# design 1

### Logic cells by family, design 1

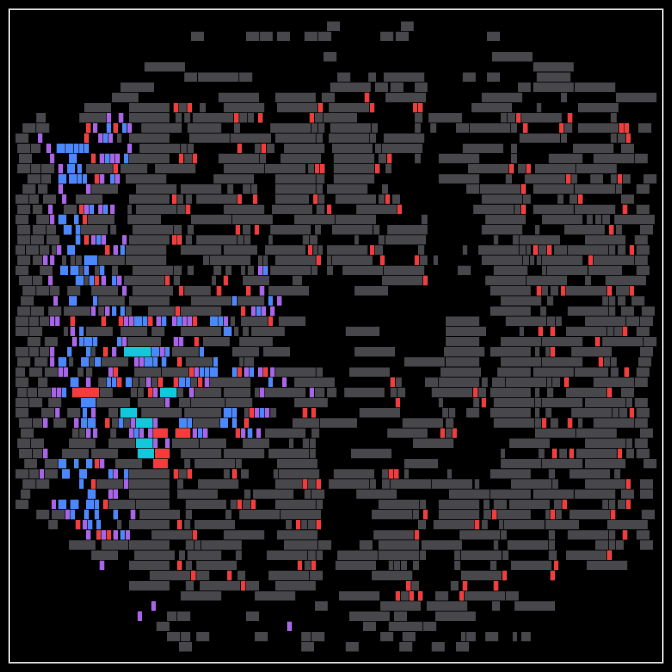

==> src/rtl/cpu_pkg.sv <==
// Shared fetch-stage types: queue depth, queue entry layout and fetch FSM encoding.
package cpu_pkg;

  localparam int FQ_DEPTH = 4;

  typedef struct packed {
    logic [31:0] pc;
    logic [31:0] instr;
  } fetch_entry_t;

  typedef enum logic [1:0] {
    REQ   = 2'd0,
    WAIT  = 2'd1,
    DRAIN = 2'd2
  } fetch_state_e;

endpackage

==> src/rtl/fetch_fifo.sv <==
// Circular buffer of fetched {pc, instr} entries; clear wins over push/pop.
module fetch_fifo
  import cpu_pkg::*;
#(
  parameter int DEPTH = FQ_DEPTH
) (
  input  logic                   clk,
  input  logic                   rst,
  input  logic                   clear_i,
  input  logic                   push_i,
  input  fetch_entry_t           push_data_i,
  input  logic                   pop_i,
  output fetch_entry_t           head_o,
  output logic [$clog2(DEPTH):0] count_o
);

  localparam int AW = $clog2(DEPTH);

  fetch_entry_t        mem_q [DEPTH];
  logic [AW-1:0]       head_q, head_d, tail_q, tail_d;
  logic [AW:0]         count_q, count_d;

  // Pointers wrap for free since DEPTH is a power of two.
  always_comb begin
    head_d  = head_q;
    tail_d  = tail_q;
    count_d = count_q;
    if (clear_i) begin
      head_d  = '0;
      tail_d  = '0;
      count_d = '0;
    end else begin
      if (push_i) tail_d = tail_q + 1'b1;
      if (pop_i)  head_d = head_q + 1'b1;
      case ({push_i, pop_i})
        2'b10:   count_d = count_q + 1'b1;
        2'b01:   count_d = count_q - 1'b1;
        default: count_d = count_q;
      endcase
    end
  end

  always_ff @(posedge clk) begin
    if (rst) begin
      head_q  <= '0;
      tail_q  <= '0;
      count_q <= '0;
    end else begin
      head_q  <= head_d;
      tail_q  <= tail_d;
      count_q <= count_d;
    end
  end

  always_ff @(posedge clk) begin
    if (push_i && !clear_i) mem_q[tail_q] <= push_data_i;
  end

  assign head_o  = mem_q[head_q];
  assign count_o = count_q;

endmodule

==> src/rtl/ifetch_queue.sv <==
// Instruction fetch front end: one-outstanding imem request FSM feeding a small
// in-order queue toward decode, with flush handling for a response still in flight.
module ifetch_queue
  import cpu_pkg::*;
#(
  parameter int DEPTH = FQ_DEPTH
) (
  input  logic        clk,
  input  logic        rst,
  input  logic [31:0] pc,
  input  logic        flush,
  output logic        stall,
  output logic        imem_req_valid,
  output logic [31:0] imem_req_addr,
  input  logic        imem_req_ready,
  input  logic        imem_resp_valid,
  input  logic [31:0] imem_resp_data,
  output logic        dec_valid,
  output logic [31:0] dec_pc,
  output logic [31:0] dec_instr,
  input  logic        dec_ready
);

  localparam int CW = $clog2(DEPTH) + 1;

  fetch_state_e state_q, state_d;
  logic [31:0]  req_pc_q, req_pc_d;
  logic [CW-1:0] count;
  logic         full, accept, push, pop;
  fetch_entry_t head, push_data;

  // Issue only when a slot is free, so the eventual push can never overflow.
  assign full           = (count == CW'(DEPTH));
  assign imem_req_valid = !rst && (state_q == REQ) && !full && !flush;
  assign imem_req_addr  = {pc[31:2], 2'b00};
  assign accept         = imem_req_valid && imem_req_ready;
  assign stall          = ~accept;

  assign push      = (state_q == WAIT) && imem_resp_valid && !flush;
  assign dec_valid = !rst && (count != '0);
  assign pop       = dec_valid && dec_ready && !flush;
  assign push_data = '{pc: req_pc_q, instr: imem_resp_data};
  assign dec_pc    = head.pc;
  assign dec_instr = head.instr;

  // A flush while waiting must still swallow the stale response before reissuing.
  always_comb begin
    state_d  = state_q;
    req_pc_d = req_pc_q;
    case (state_q)
      REQ: if (accept) begin
        state_d  = WAIT;
        req_pc_d = pc;
      end
      WAIT: begin
        if (imem_resp_valid) state_d = REQ;
        else if (flush)      state_d = DRAIN;
      end
      DRAIN: if (imem_resp_valid) state_d = REQ;
      default: state_d = REQ;
    endcase
  end

  always_ff @(posedge clk) begin
    if (rst) begin
      state_q  <= REQ;
      req_pc_q <= '0;
    end else begin
      state_q  <= state_d;
      req_pc_q <= req_pc_d;
    end
  end

  fetch_fifo #(.DEPTH(DEPTH)) u_fifo (
    .clk         (clk),
    .rst         (rst),
    .clear_i     (flush),
    .push_i      (push),
    .push_data_i (push_data),
    .pop_i       (pop),
    .head_o      (head),
    .count_o     (count)
  );

endmodule

==> config.mk <==
export PLATFORM = sky130hd
export DESIGN_NAME = ifetch_queue
export DESIGN_NICKNAME = d
export VERILOG_FILES = /design/src/rtl/cpu_pkg.sv /design/src/rtl/fetch_fifo.sv /design/src/rtl/ifetch_queue.sv
export SDC_FILE = /design/constraint.sdc
export NUM_CORES = 1
export LEC_CHECK = 0
export ABC_AREA = 1
export ABC_CLOCK_PERIOD_IN_PS = 5700
export CORE_UTILIZATION = 40
export DETAILED_ROUTE_END_ITERATION = 12
export GPL_TIMING_DRIVEN = 0
export PLACE_DENSITY = 0.72
export SYNTH_ARGS = -nofsm -noshare
export SYNTH_HDL_FRONTEND = slang
export SYNTH_SLANG_ARGS = --single-unit
export TNS_END_PERCENT = 100
==> constraint.sdc <==
create_clock -name clk -period 5.7 [get_ports clk]
set_input_delay 1.425 -clock clk [delete_from_list [all_inputs] [get_ports clk]]
set_output_delay 1.425 -clock clk [all_outputs]
set_load 0.01 [all_outputs]
# design 2

$ cat config.mk
export PLATFORM = sky130hd
export DESIGN_NAME = seq_chunk_adder
export DESIGN_NICKNAME = d
export VERILOG_FILES = /design/src/rtl/adder_pkg.sv /design/src/rtl/chunk_ripple_adder.sv /design/src/rtl/seq_chunk_adder.sv
export SDC_FILE = /design/constraint.sdc
export NUM_CORES = 1
export LEC_CHECK = 0
export ABC_AREA = 1
export CAP_MARGIN = 25
export CORE_UTILIZATION = 54
export DETAILED_ROUTE_END_ITERATION = 8
export PLACE_DENSITY = 0.8
export SYNTH_ARGS = -nofsm -noshare
export SYNTH_HDL_FRONTEND = slang
export SYNTH_SLANG_ARGS = --single-unit
$ cat constraint.sdc
create_clock -name clk -period 7.6 [get_ports clk]
set_input_delay 1.52 -clock clk [delete_from_list [all_inputs] [get_ports clk]]
set_output_delay 1.52 -clock clk [all_outputs]
set_load 0.05 [all_outputs]
$ cat src/rtl/adder_pkg.sv
// ----------------------------------------------------------------------------
// adder_pkg
// Shared definitions for the sequential chunked adder:
//   - default operand width and per-cycle chunk width
//   - FSM state encoding
//   - helper to size the chunk index register
// ----------------------------------------------------------------------------
package adder_pkg;

    localparam int DEFAULT_WIDTH = 16;
    localparam int DEFAULT_CHUNK = 4;

    typedef enum logic [1:0] {
        ST_IDLE = 2'd0,
        ST_RUN  = 2'd1,
        ST_DONE = 2'd2
    } state_t;

    // Width of a counter that must hold 0..n-1. A single chunk still gets a
    // one-bit index so the register never collapses to zero width.
    function automatic int idx_width(input int n);
        return (n > 1) ? $clog2(n) : 1;
    endfunction

endpackage

$ cat src/rtl/chunk_ripple_adder.sv
// ----------------------------------------------------------------------------
// chunk_ripple_adder
// Purely combinational CHUNK-bit ripple-carry adder used once per clock by the
// sequential adder.
//
// Ports:
//   a, b   in  CHUNK  operand chunks (b already inverted for subtraction)
//   cin    in  1      carry into bit 0 of the chunk
//   s      out CHUNK  chunk sum
//   cout   out 1      carry out of the chunk MSB
//   c_msb  out 1      carry into the chunk MSB (for signed overflow detection)
// ----------------------------------------------------------------------------
module chunk_ripple_adder
    import adder_pkg::*;
#(
    parameter int CHUNK = DEFAULT_CHUNK
) (
    input  logic [CHUNK-1:0] a,
    input  logic [CHUNK-1:0] b,
    input  logic             cin,
    output logic [CHUNK-1:0] s,
    output logic             cout,
    output logic             c_msb
);

    logic [CHUNK:0] c;

    always_comb begin
        c    = '0;
        s    = '0;
        c[0] = cin;
        for (int i = 0; i < CHUNK; i++) begin
            s[i]     = a[i] ^ b[i] ^ c[i];
            c[i + 1] = (a[i] & b[i]) | (c[i] & (a[i] ^ b[i]));
        end
    end

    assign cout  = c[CHUNK];
    assign c_msb = c[CHUNK-1];

endmodule

$ cat src/rtl/seq_chunk_adder.sv
// ----------------------------------------------------------------------------
// seq_chunk_adder
// Multi-cycle adder/subtractor that processes CHUNK bits per clock, least
// significant chunk first, taking N = WIDTH/CHUNK cycles per operation.
// WIDTH must be a multiple of CHUNK, and CHUNK at least 1.
//
// State table:
//   state   | meaning
//   --------+-----------------------------------------------------------
//   ST_IDLE | waiting for start; results from last operation held
//   ST_RUN  | one chunk added per edge; start ignored
//   ST_DONE | one-cycle completion (done=1); start here chains a new op
//
// Ports:
//   clk        in   clock, rising-edge
//   rst_n      in   asynchronous active-low reset
//   start      in   begin an operation (accepted in IDLE or DONE)
//   sub        in   0 = A + B + carry_in, 1 = A - B
//   carry_in   in   carry into bit 0 (add mode only)
//   augend     in   operand A
//   addend     in   operand B
//   sum        out  result (held until the next operation completes)
//   carry_out  out  carry out of MSB; 1 = no borrow when subtracting
//   overflow   out  two's-complement overflow
//   zero       out  sum is all zeros
//   busy       out  high while in ST_RUN
//   done       out  one-cycle completion pulse
// ----------------------------------------------------------------------------
module seq_chunk_adder
    import adder_pkg::*;
#(
    parameter int WIDTH = DEFAULT_WIDTH,
    parameter int CHUNK = DEFAULT_CHUNK
) (
    input  logic             clk,
    input  logic             rst_n,
    input  logic             start,
    input  logic             sub,
    input  logic             carry_in,
    input  logic [WIDTH-1:0] augend,
    input  logic [WIDTH-1:0] addend,
    output logic [WIDTH-1:0] sum,
    output logic             carry_out,
    output logic             overflow,
    output logic             zero,
    output logic             busy,
    output logic             done
);

    localparam int N     = WIDTH / CHUNK;
    localparam int IDX_W = idx_width(N);

    localparam logic [IDX_W-1:0] LAST_IDX = IDX_W'(N - 1);
    localparam logic [IDX_W-1:0] IDX_ONE  = IDX_W'(1);

    state_t state;
    state_t state_next;

    logic [IDX_W-1:0] idx;
    logic [WIDTH-1:0] a_reg;
    logic [WIDTH-1:0] b_reg;
    logic             carry_reg;
    // Partial result is built here so the visible sum only changes at
    // completion.
    logic [WIDTH-1:0] acc;
    logic [WIDTH-1:0] acc_next;

    logic [CHUNK-1:0] chunk_a;
    logic [CHUNK-1:0] chunk_b;
    logic [CHUNK-1:0] chunk_sum;
    logic             chunk_cout;
    logic             chunk_cmsb;

    logic accept;
    logic last_chunk;

    assign accept     = start && (state != ST_RUN);
    assign last_chunk = (state == ST_RUN) && (idx == LAST_IDX);

    assign chunk_a = a_reg[int'(idx) * CHUNK +: CHUNK];
    assign chunk_b = b_reg[int'(idx) * CHUNK +: CHUNK];

    chunk_ripple_adder #(
        .CHUNK (CHUNK)
    ) u_chunk_adder (
        .a     (chunk_a),
        .b     (chunk_b),
        .cin   (carry_reg),
        .s     (chunk_sum),
        .cout  (chunk_cout),
        .c_msb (chunk_cmsb)
    );

    always_comb begin
        acc_next = acc;
        acc_next[int'(idx) * CHUNK +: CHUNK] = chunk_sum;
    end

    always_comb begin
        state_next = state;
        case (state)
            ST_IDLE: if (start) state_next = ST_RUN;
            ST_RUN:  if (idx == LAST_IDX) state_next = ST_DONE;
            ST_DONE: state_next = start ? ST_RUN : ST_IDLE;
            default: state_next = ST_IDLE;
        endcase
    end

    always_ff @(posedge clk or negedge rst_n) begin
        if (!rst_n) begin
            state <= ST_IDLE;
        end else begin
            state <= state_next;
        end
    end

    always_ff @(posedge clk or negedge rst_n) begin
        if (!rst_n) begin
            idx       <= '0;
            a_reg     <= '0;
            b_reg     <= '0;
            carry_reg <= 1'b0;
            acc       <= '0;
        end else if (accept) begin
            // Subtraction is A + ~B + 1, so the inversion and the +1 seed are
            // applied once here and the datapath only ever adds.
            idx       <= '0;
            a_reg     <= augend;
            b_reg     <= sub ? ~addend : addend;
            carry_reg <= sub ? 1'b1 : carry_in;
        end else if (state == ST_RUN) begin
            acc       <= acc_next;
            carry_reg <= chunk_cout;
            idx       <= last_chunk ? '0 : idx + IDX_ONE;
        end
    end

    always_ff @(posedge clk or negedge rst_n) begin
        if (!rst_n) begin
            sum       <= '0;
            carry_out <= 1'b0;
            overflow  <= 1'b0;
            zero      <= 1'b0;
            busy      <= 1'b0;
            done      <= 1'b0;
        end else begin
            if (last_chunk) begin
                sum       <= acc_next;
                carry_out <= chunk_cout;
                overflow  <= chunk_cmsb ^ chunk_cout;
                zero      <= (acc_next == '0);
            end
            busy <= (state_next == ST_RUN);
            done <= (state_next == ST_DONE);
        end
    end

endmodule

# design 3

`config.mk`:
```
export PLATFORM = sky130hd
export DESIGN_NAME = rr_src_arbiter
export DESIGN_NICKNAME = d
export VERILOG_FILES = /design/src/rtl/rr_src_arbiter_pkg.sv /design/src/rtl/rr_src_arbiter_grant.sv /design/src/rtl/rr_src_arbiter.sv
export SDC_FILE = /design/constraint.sdc
export NUM_CORES = 1
export LEC_CHECK = 0
export ABC_AREA = 1
export CORE_MARGIN = 4
export CORE_UTILIZATION = 44
export CTS_BUF_LIST = sky130_fd_sc_hd__clkbuf_4 sky130_fd_sc_hd__clkbuf_8
export CTS_CLUSTER_DIAMETER = 60
export DETAILED_ROUTE_END_ITERATION = 8
export PLACE_DENSITY = 0.9
export SYNTH_ARGS = -nofsm -noshare
export SYNTH_HDL_FRONTEND = slang
export SYNTH_SLANG_ARGS = --single-unit
```
`constraint.sdc`:
```
create_clock -name clk -period 1.85 [get_ports clk]
set_clock_uncertainty 0.1 [all_clocks]
set_input_delay 0.555 -clock clk [delete_from_list [all_inputs] [get_ports clk]]
set_output_delay 0.555 -clock clk [all_outputs]
set_load 0.02 [all_outputs]
```
`src/rtl/rr_src_arbiter_pkg.sv`:
```
// rr_src_arbiter_pkg: state and source encodings shared by the arbiter blocks
package rr_src_arbiter_pkg;
  typedef enum logic {EMPTY = 1'b0, FULL = 1'b1} state_t;
  localparam logic SRC_A = 1'b0;
  localparam logic SRC_B = 1'b1;
endpackage

```
`src/rtl/rr_src_arbiter_grant.sv`:
```
// rr_grant_logic: combinational burst-fair grant between sources A and B
module rr_grant_logic
  import rr_src_arbiter_pkg::*;
#(
  parameter int BURST = 4
) (
  input  logic       a_valid,
  input  logic       b_valid,
  input  logic       owner,
  input  logic [3:0] burst_cnt,
  input  logic       load,
  output logic       grant_valid,
  output logic       grant_src
);
  logic both;
  assign both = a_valid & b_valid;
  assign grant_valid = load & (a_valid | b_valid);
  // under contention the owner keeps the grant until its burst budget is spent
  assign grant_src = both ? ((burst_cnt < 4'(BURST)) ? owner : ~owner) : (b_valid ? SRC_B : SRC_A);
endmodule

```
`src/rtl/rr_src_arbiter.sv`:
```
// rr_src_arbiter: two-source burst-fair round-robin arbiter with a registered output stage
module rr_src_arbiter
  import rr_src_arbiter_pkg::*;
#(
  parameter int WIDTH = 8,
  parameter int BURST = 4
) (
  input  logic             clk,
  input  logic             rst_n,
  input  logic             a_valid,
  input  logic [WIDTH-1:0] a_data,
  output logic             a_ready,
  input  logic             b_valid,
  input  logic [WIDTH-1:0] b_data,
  output logic             b_ready,
  output logic             out_valid,
  output logic [WIDTH-1:0] out_data,
  input  logic             out_ready,
  output logic             sel
);
  state_t state, state_next;
  logic owner, load, grant_valid, grant_src;
  logic [3:0] burst_cnt;
  assign load = (state == EMPTY) | out_ready;
  rr_grant_logic #(.BURST(BURST)) u_grant (
    .a_valid(a_valid),
    .b_valid(b_valid),
    .owner(owner),
    .burst_cnt(burst_cnt),
    .load(load),
    .grant_valid(grant_valid),
    .grant_src(grant_src)
  );
  assign a_ready = rst_n & grant_valid & (grant_src == SRC_A);
  assign b_ready = rst_n & grant_valid & (grant_src == SRC_B);
  assign out_valid = state == FULL;
  always_comb state_next = load ? (grant_valid ? FULL : EMPTY) : state;
  always_ff @(posedge clk or negedge rst_n) begin
    if (!rst_n) begin
      state     <= EMPTY;
      out_data  <= '0;
      sel       <= SRC_A;
      owner     <= SRC_A;
      burst_cnt <= '0;
    end else begin
      state <= state_next;
      if (grant_valid) begin
        out_data <= (grant_src == SRC_B) ? b_data : a_data;
        sel      <= grant_src;
        if (grant_src == owner) begin
          burst_cnt <= (burst_cnt >= 4'(BURST)) ? 4'(BURST) : burst_cnt + 4'd1;
        end else begin
          owner     <= grant_src;
          burst_cnt <= 4'd1;
        end
      end
    end
  end
endmodule
```
### Logic cells by family, design 2

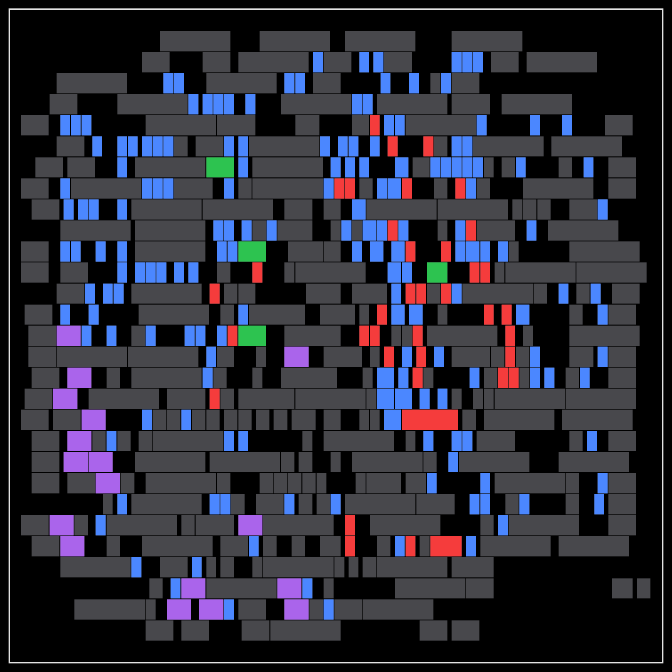
Key: purple = xor and xnor cells [cells 17]; green = non-inverting ao/oa cells [cells 4]; red = nor cells [cells 38]; blue = nand cells [cells 171, where widely spread]
Commonest Layout Cell: nand2_1
Post-Layout Cell Count: 576

### Routed clock nets over the placement, design 2

Scale bar: 20 µm.
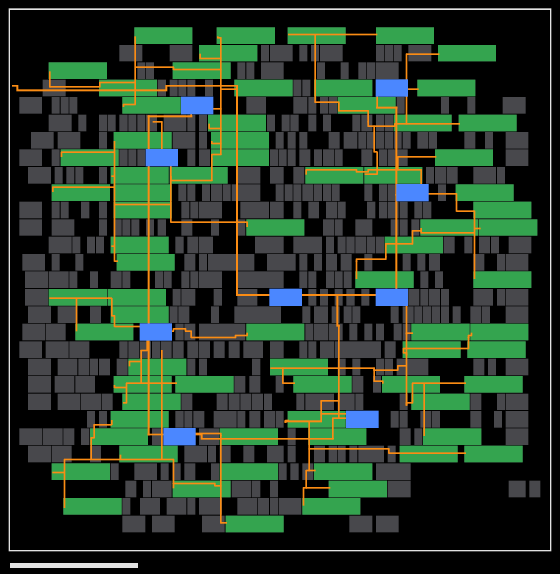
Key: blue = clock-net drivers [count 9]; orange = clock wires [length 875 µm]; green = flip-flops [count 74]
Position of the flops: widely spread. There are 10 routed clock nets.
P_clk: 268 µW
worst-skew pair later-pin latency: 350 ps

==> notes.md, design 2 <==
fresh numbers from the pnr run: status=complete, but fails checks, failing checks=DRC, initial antenna violation count=0, Clock Skew=approximately 5.4 ps, Chip Area=about 7000 µm², MUX area fraction=0, most common cell in the netlist=nand2_1, DRC Markers=6, dpl hpwl=between 5000 and 6000 µm, Post-synth seq share=0.5068, worst path cell trace=buf_8, inv_1, nand2_1, a32o_1, fa_1, inv_1, fa_1, inv_1, fa_1, fa_1, nor2_1, nand3_1, nand2_1, nor2_1, nand2_1, nor2_1, nand3_1, nand2_1, Worst path max stage delay=roughly 600 ps, Sw Pwr=just over 900 µW, Max Freq=about 260 MHz, DIE WIDTH=between 80 and 90 µm, root buf cell=clkbuf_8, setup violators final=0, post-route ant nets=0
[design 2: cell type report]
cell class,instances,share of cell area
Sequential cell,74,0.4205
Multi-Input combinational cell,310,0.3506
Timing Repair Buffer,60,0.1352
Inverter,39,0.03324
Clock buffer,10,0.03125
Tap cell,77,0.02188
Clock inverter,6,0.007386
[design 2: metal layers]
metal,global-route usage,up-vias
met5,0,-
met4,0.1097,0
met3,0.04818,23
met1,0.3001,1350
met2,0.3830,101
li1,-,1491
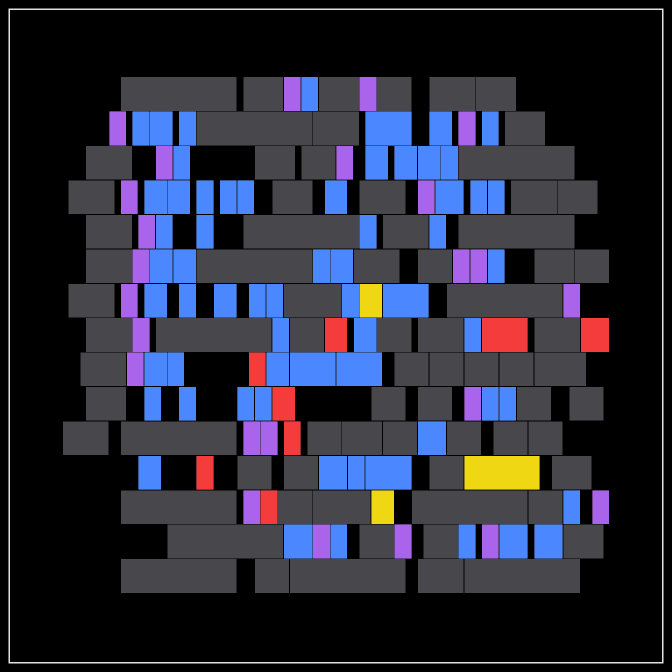
*Logic cells by family, design 3*
Key: yellow = aoi and oai cells [cells 3]; red = nor cells [cells 8]; purple = inv cells [cells 24]; blue = nand cells [cells 62]
Commonest Layout Cell: nand2_1
Comb/total area: 0.2759
Post-Layout Cell Count: 196

==> notes.md, design 3 <==
fresh numbers from the pnr run: status=complete, but fails checks, failing checks=setup timing, Slew @ Worst Pin=~220 ps, minimum clock period=slightly above 2000 ps, number of buffers added on ports=32, setup violators final=2, final worst slack=-178.8 ps, pwr dens=approximately 1000 nW/µm², Slowest cell on crit path=dfrtp_1, CTS tree=yes, crit path to=b_ready, Post-synth EDFFs=0, Slew Limit Fails=0, Top reg by flops=out_data, Chip Area=about 2700 µm², ys async rst share=1.000, Setup TNS=-332.8 ps, biggest registers after layout=out_data x8, burst_cnt x4, root buf cell=clkbuf_4, overall routing resource usage=0.2220, global-route met2 utilization=0.4174, capturing point of the worst reg2reg path=burst_cnt[0], Main synth FF type=dfrtp_1, Worst path max stage delay=around 400 ps, kind of critical path=reg -> out, Syn-to-layout area delta=65.47%
design 3: metrics by stage:
step,cell area [µm²],cells,util
3_3_place_gp,1245,182,0.7057
3_5_place_dp,1245,182,0.7057
6_report,1379,196,0.7816
2_1_floorplan,838.3,118,-
5_1_grt,1379,196,0.7816
4_1_cts,1379,199,0.7816
design 3: cell type report:
type                            instances  area [µm²]  area share
Timing Repair Buffer                   54       471.7      0.3421
Tap cell                               25       31.28     0.02269
Sequential cell                        15       375.4      0.2722
Clock buffer                            4       30.03     0.02178
Inverter                               24       90.09     0.06534
Multi-Input combinational cell         74       380.4      0.2759
### Routed clock nets over the placement, design 1

Scale bar: 50 µm.
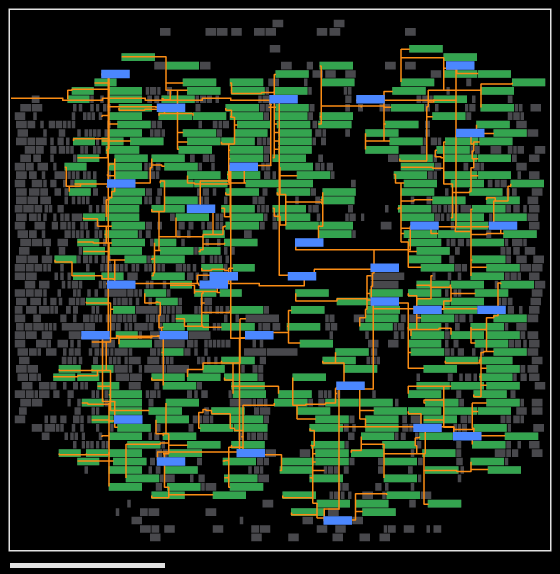
Key: green = flip-flops [count 299]; blue = clock-net drivers [count 30]; orange = clock wires [length 3270 µm]
There are 31 routed clock nets.
P_clk: 1.88 mW
worst-skew pair later-pin latency: 550 ps

About 'Logic cells by family' of design 1:
Key: red = nor cells [cells 174, where widely spread]; purple = inv cells [cells 120]; cyan = fa/ha/maj cells [cells 6]; blue = nand cells [cells 116]
Post-Layout Cell Count: 1624
Commonest Layout Cell: edfxtp_1
Comb/total area: 0.1607

==> notes.md, design 1 <==
fresh numbers from the pnr run: Routed met3 length=around 1700 µm, overall power=approximately 4.5 mW, total number of vias=roughly 8000, dpl hpwl=between 15000 and 20000 µm, post-synthesis cell count=1010, number of flip-flops under the largest register name=approximately 260, met2 routed WL=between 10000 and 15000 µm, final period utilization=0.8212, Critical R2R Launch=state_q[1], setup violators final=0, CP delay by family, top=buffers and inverters, DR iter-0 viols=between 700 and 800, Setup TNS=0 ps, Seq. cell area=around 8500 µm², Yosys Instances=1010, total routed wirelength=27390 µm, status=complete, no violations, area of the core=28940 µm², DR vias/cell=slightly below 5, crit path DRT=roughly 4300 ps, minimum clock period=around 4700 ps, Syn-to-layout area delta=27.64%, gr busiest metal=met2, most common cell in the netlist=edfxtp_1, yosys adder share=0.006950, CP Launch Type=input pin, VDD IR max=between 0.0002 and 0.0003 V, Slew headroom=0.4907, GRT overflow=0, Cell Area, Placed=between 10000 and 15000 µm²
[design 1: worst min path at each step]
stage,cells past startpoint,to
after floorplan,2,state_q[1]
after global placement,2,u_fifo.count_o[1]
after detailed placement,2,state_q[1]
after CTS,2,state_q[1]
after global routing,2,state_q[1]
final,2,state_q[1]
[design 1: power breakdown]
part / switching [mW] / internal [mW] / total (mW) / leakage [nW]
Sequential: 0.0183 / 2.39 / 2.41 / 2.68
Combinational: 0.0855 / 0.102 / 0.188 / 2.39
Clock: 0.797 / 1.08 / 1.88 / 0.461
Total: 0.901 / 3.57 / 4.47 / 5.53

# design 4

===== config.mk =====
export PLATFORM = sky130hd
export DESIGN_NAME = alu_seq
export DESIGN_NICKNAME = d
export VERILOG_FILES = /design/src/rtl/alu_seq.sv
export SDC_FILE = /design/constraint.sdc
export NUM_CORES = 1
export LEC_CHECK = 0
export CORE_UTILIZATION = 39
export DETAILED_ROUTE_END_ITERATION = 7
export GPL_TIMING_DRIVEN = 0
export PLACE_DENSITY_LB_ADDON = 0.1
export SLEW_MARGIN = 30
export SYNTH_ARGS = -nofsm -noshare
export SYNTH_HDL_FRONTEND = slang
export SYNTH_SLANG_ARGS = --single-unit

===== constraint.sdc =====
create_clock -name clk -period 1.85 [get_ports clk]
set_clock_uncertainty 0.2 [all_clocks]
set_input_delay 0.2775 -clock clk [delete_from_list [all_inputs] [get_ports clk]]
set_output_delay 0.2775 -clock clk [all_outputs]
set_load 0.01 [all_outputs]

===== src/rtl/alu_seq.sv =====
// alu_seq: issue/retire sequencer in front of an N-bit ALU; holds operands, times the enable, formats and flags the result.
module alu_seq #(
  parameter int N = 32,
  parameter int COMB_LAT = 1,
  parameter int SHIFT_LAT = 1,
  parameter int MUL_LAT = 32
) (
  input  logic           clk,
  input  logic           rst,
  input  logic           in_valid,
  output logic           in_ready,
  input  logic [N-1:0]   in_a,
  input  logic [N-1:0]   in_b,
  input  logic [2:0]     in_op,
  output logic           alu_en,
  output logic [N-1:0]   alu_a,
  output logic [N-1:0]   alu_b,
  output logic [2:0]     alu_op,
  input  logic [2*N-1:0] alu_y,
  output logic           out_valid,
  input  logic           out_ready,
  output logic [2*N-1:0] out_y,
  output logic [2:0]     out_flag
);
  localparam int MAXL = (MUL_LAT > COMB_LAT ? (MUL_LAT > SHIFT_LAT ? MUL_LAT : SHIFT_LAT)
                                            : (COMB_LAT > SHIFT_LAT ? COMB_LAT : SHIFT_LAT));
  localparam int CW = $clog2(MAXL + 1);
  typedef enum logic [1:0] {IDLE, EXEC, DONE} state_t;
  state_t r_state, w_next;
  logic [CW-1:0] r_cnt, w_lat;
  logic [2*N-1:0] w_fmt_y;
  logic [2:0] w_flag;
  logic w_accept, w_last, w_addsub, w_mul;
  always_comb begin
    w_accept = (r_state == IDLE) && in_valid;
    w_last = r_cnt == CW'(1);
    w_next = r_state == IDLE ? (in_valid ? EXEC : IDLE) :
             r_state == EXEC ? (w_last ? DONE : EXEC) :
             (out_ready ? IDLE : DONE);
    w_lat = in_op == 3'b111 ? CW'(MUL_LAT) :
            (in_op[2] && (in_op[1] || in_op[0])) ? CW'(SHIFT_LAT) : CW'(COMB_LAT);
    w_addsub = alu_op[2:1] == 2'b00;
    w_mul = alu_op == 3'b111;
    // add/sub keep the carry/borrow bit just above the N-bit sum
    w_fmt_y = w_mul ? alu_y :
              w_addsub ? {{(N-1){1'b0}}, alu_y[N:0]} : {{N{1'b0}}, alu_y[N-1:0]};
    w_flag = {w_addsub & alu_y[N], w_mul ? alu_y[2*N-1] : alu_y[N-1], ~|w_fmt_y};
  end
  assign in_ready = r_state == IDLE;
  assign alu_en = r_state == EXEC;
  assign out_valid = r_state == DONE;
  always_ff @(posedge clk) begin
    if (rst) r_state <= IDLE;
    else r_state <= w_next;
  end
  always_ff @(posedge clk) begin
    if (rst) begin
      alu_a <= '0;
      alu_b <= '0;
      alu_op <= '0;
      r_cnt <= '0;
      out_y <= '0;
      out_flag <= '0;
    end else begin
      if (w_accept) begin
        alu_a <= in_a;
        alu_b <= in_b;
        alu_op <= in_op;
        r_cnt <= w_lat;
      end else if (r_state == EXEC) begin
        r_cnt <= r_cnt - 1'b1;
      end
      if (r_state == EXEC && w_last) begin
        out_y <= w_fmt_y;
        out_flag <= w_flag;
      end
    end
  end
endmodule


### Routing congestion map, design 4

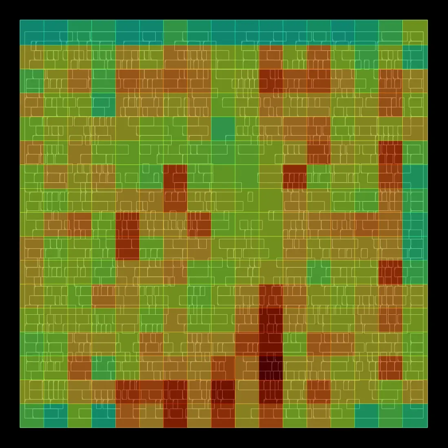
GRT met3 Usage: 0.08430
gr busiest metal: met2
wire per inst: 15.18 µm
overall routing resource usage: 0.2495

### Sequential cells grouped by signal name, design 4

Scale bar: 20 µm. Other sequential cells in the stronger grey, the rest of the logic in the fainter grey.
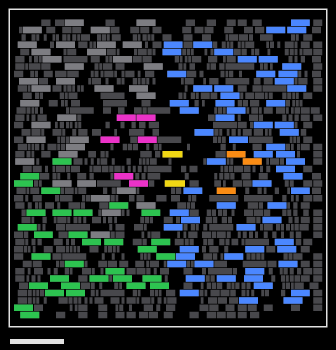
Key: orange = out_flag [placed flops 3]; green = alu_a [placed flops 32, where bottom left]; yellow = r_state [placed flops 2]; magenta = r_cnt [placed flops 6, where middle]; blue = out_y [placed flops 64]
Seq/total area: 0.3231
final core utilization: 0.6866
Seq. cell area: 2845 µm²
Seq. pwr: 3.31 mW

==> notes.md <==
fresh numbers from the pnr run: total number of vias=between 5000 and 6000, Top non-seq family=simple AND/OR/NAND/NOR gates, chip area in the Yosys report=5215 µm², Routed met3 length=1405 µm, post-synth top area cell=dfxtp_1, sequential share of power=0.415, final number of hold-violating endpoints=0, final worst slack=roughly 28 ps, Worst Hold Depth=3, max-cap viol count=0, minimum clock period=1822 ps, Chip Area=13840 µm², setup violators final=0, post-synthesis cell count=~660, Worst-path clk slew=around 60 ps, CTS HTree Levels=4, status=complete, no violations, Commonest Layout Cell=clkdlybuf4s50_1, DR iter-0 viols=approximately 220, Signal buffers=around 320, Min Hold Slack=between 200 and 250 ps, R2R setup slack=about 60 ps, most frequent cells in the layout=261 x clkdlybuf4s50_1, 235 x nand2_1, 140 x dfxtp_1, Worst path max stage delay=about 600 ps, Yosys Instances=approximately 660, Avg Inst Size Synth=between 7 and 8 µm²
## cell usage after synthesis
library cell and instances:
a211oi_1 2, a21oi_1 137, a31oi_1 1, a41oi_1 1
and3_1 1, buf_2 8, buf_4 7, clkbuf_1 34
dfxtp_1 142, ha_1 2, inv_1 3, mux2i_1 1
nand2_1 235, nand2b_1 2, nand3_1 37, nand3b_1 3
nand4_1 4, nand4b_2 1, nor2_1 12, nor2_2 1
nor2b_1 1, nor3_1 4, nor3_4 1, nor3b_1 1
nor4_1 14, o21a_1 1, o21ai_0 3, o21bai_1 1
or2_2 1, or4_1 1, xnor2_1 1


==> layout pictures side by side <==
Routing congestion map.
Plate I
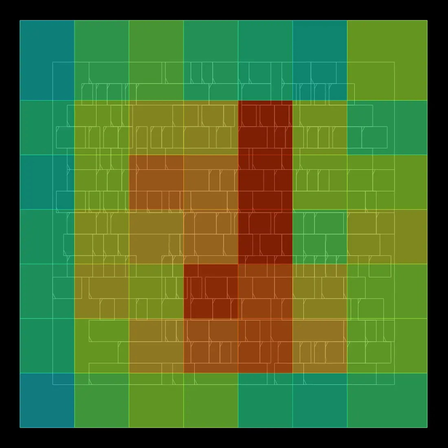
Plate II
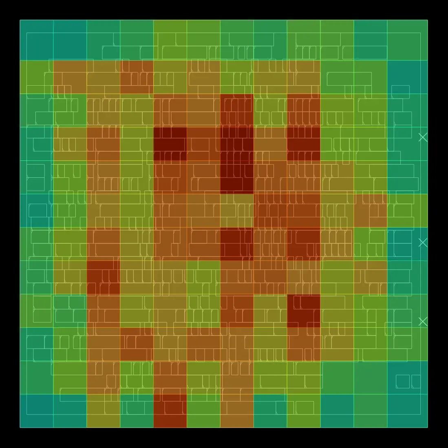
Plate III
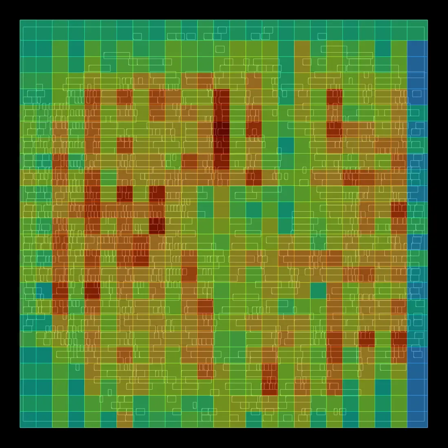
Plate I: design 3
Plate III: design 1
Plate II: design 2

Power figures rest on the tool's default switching activity, not on a simulated workload.
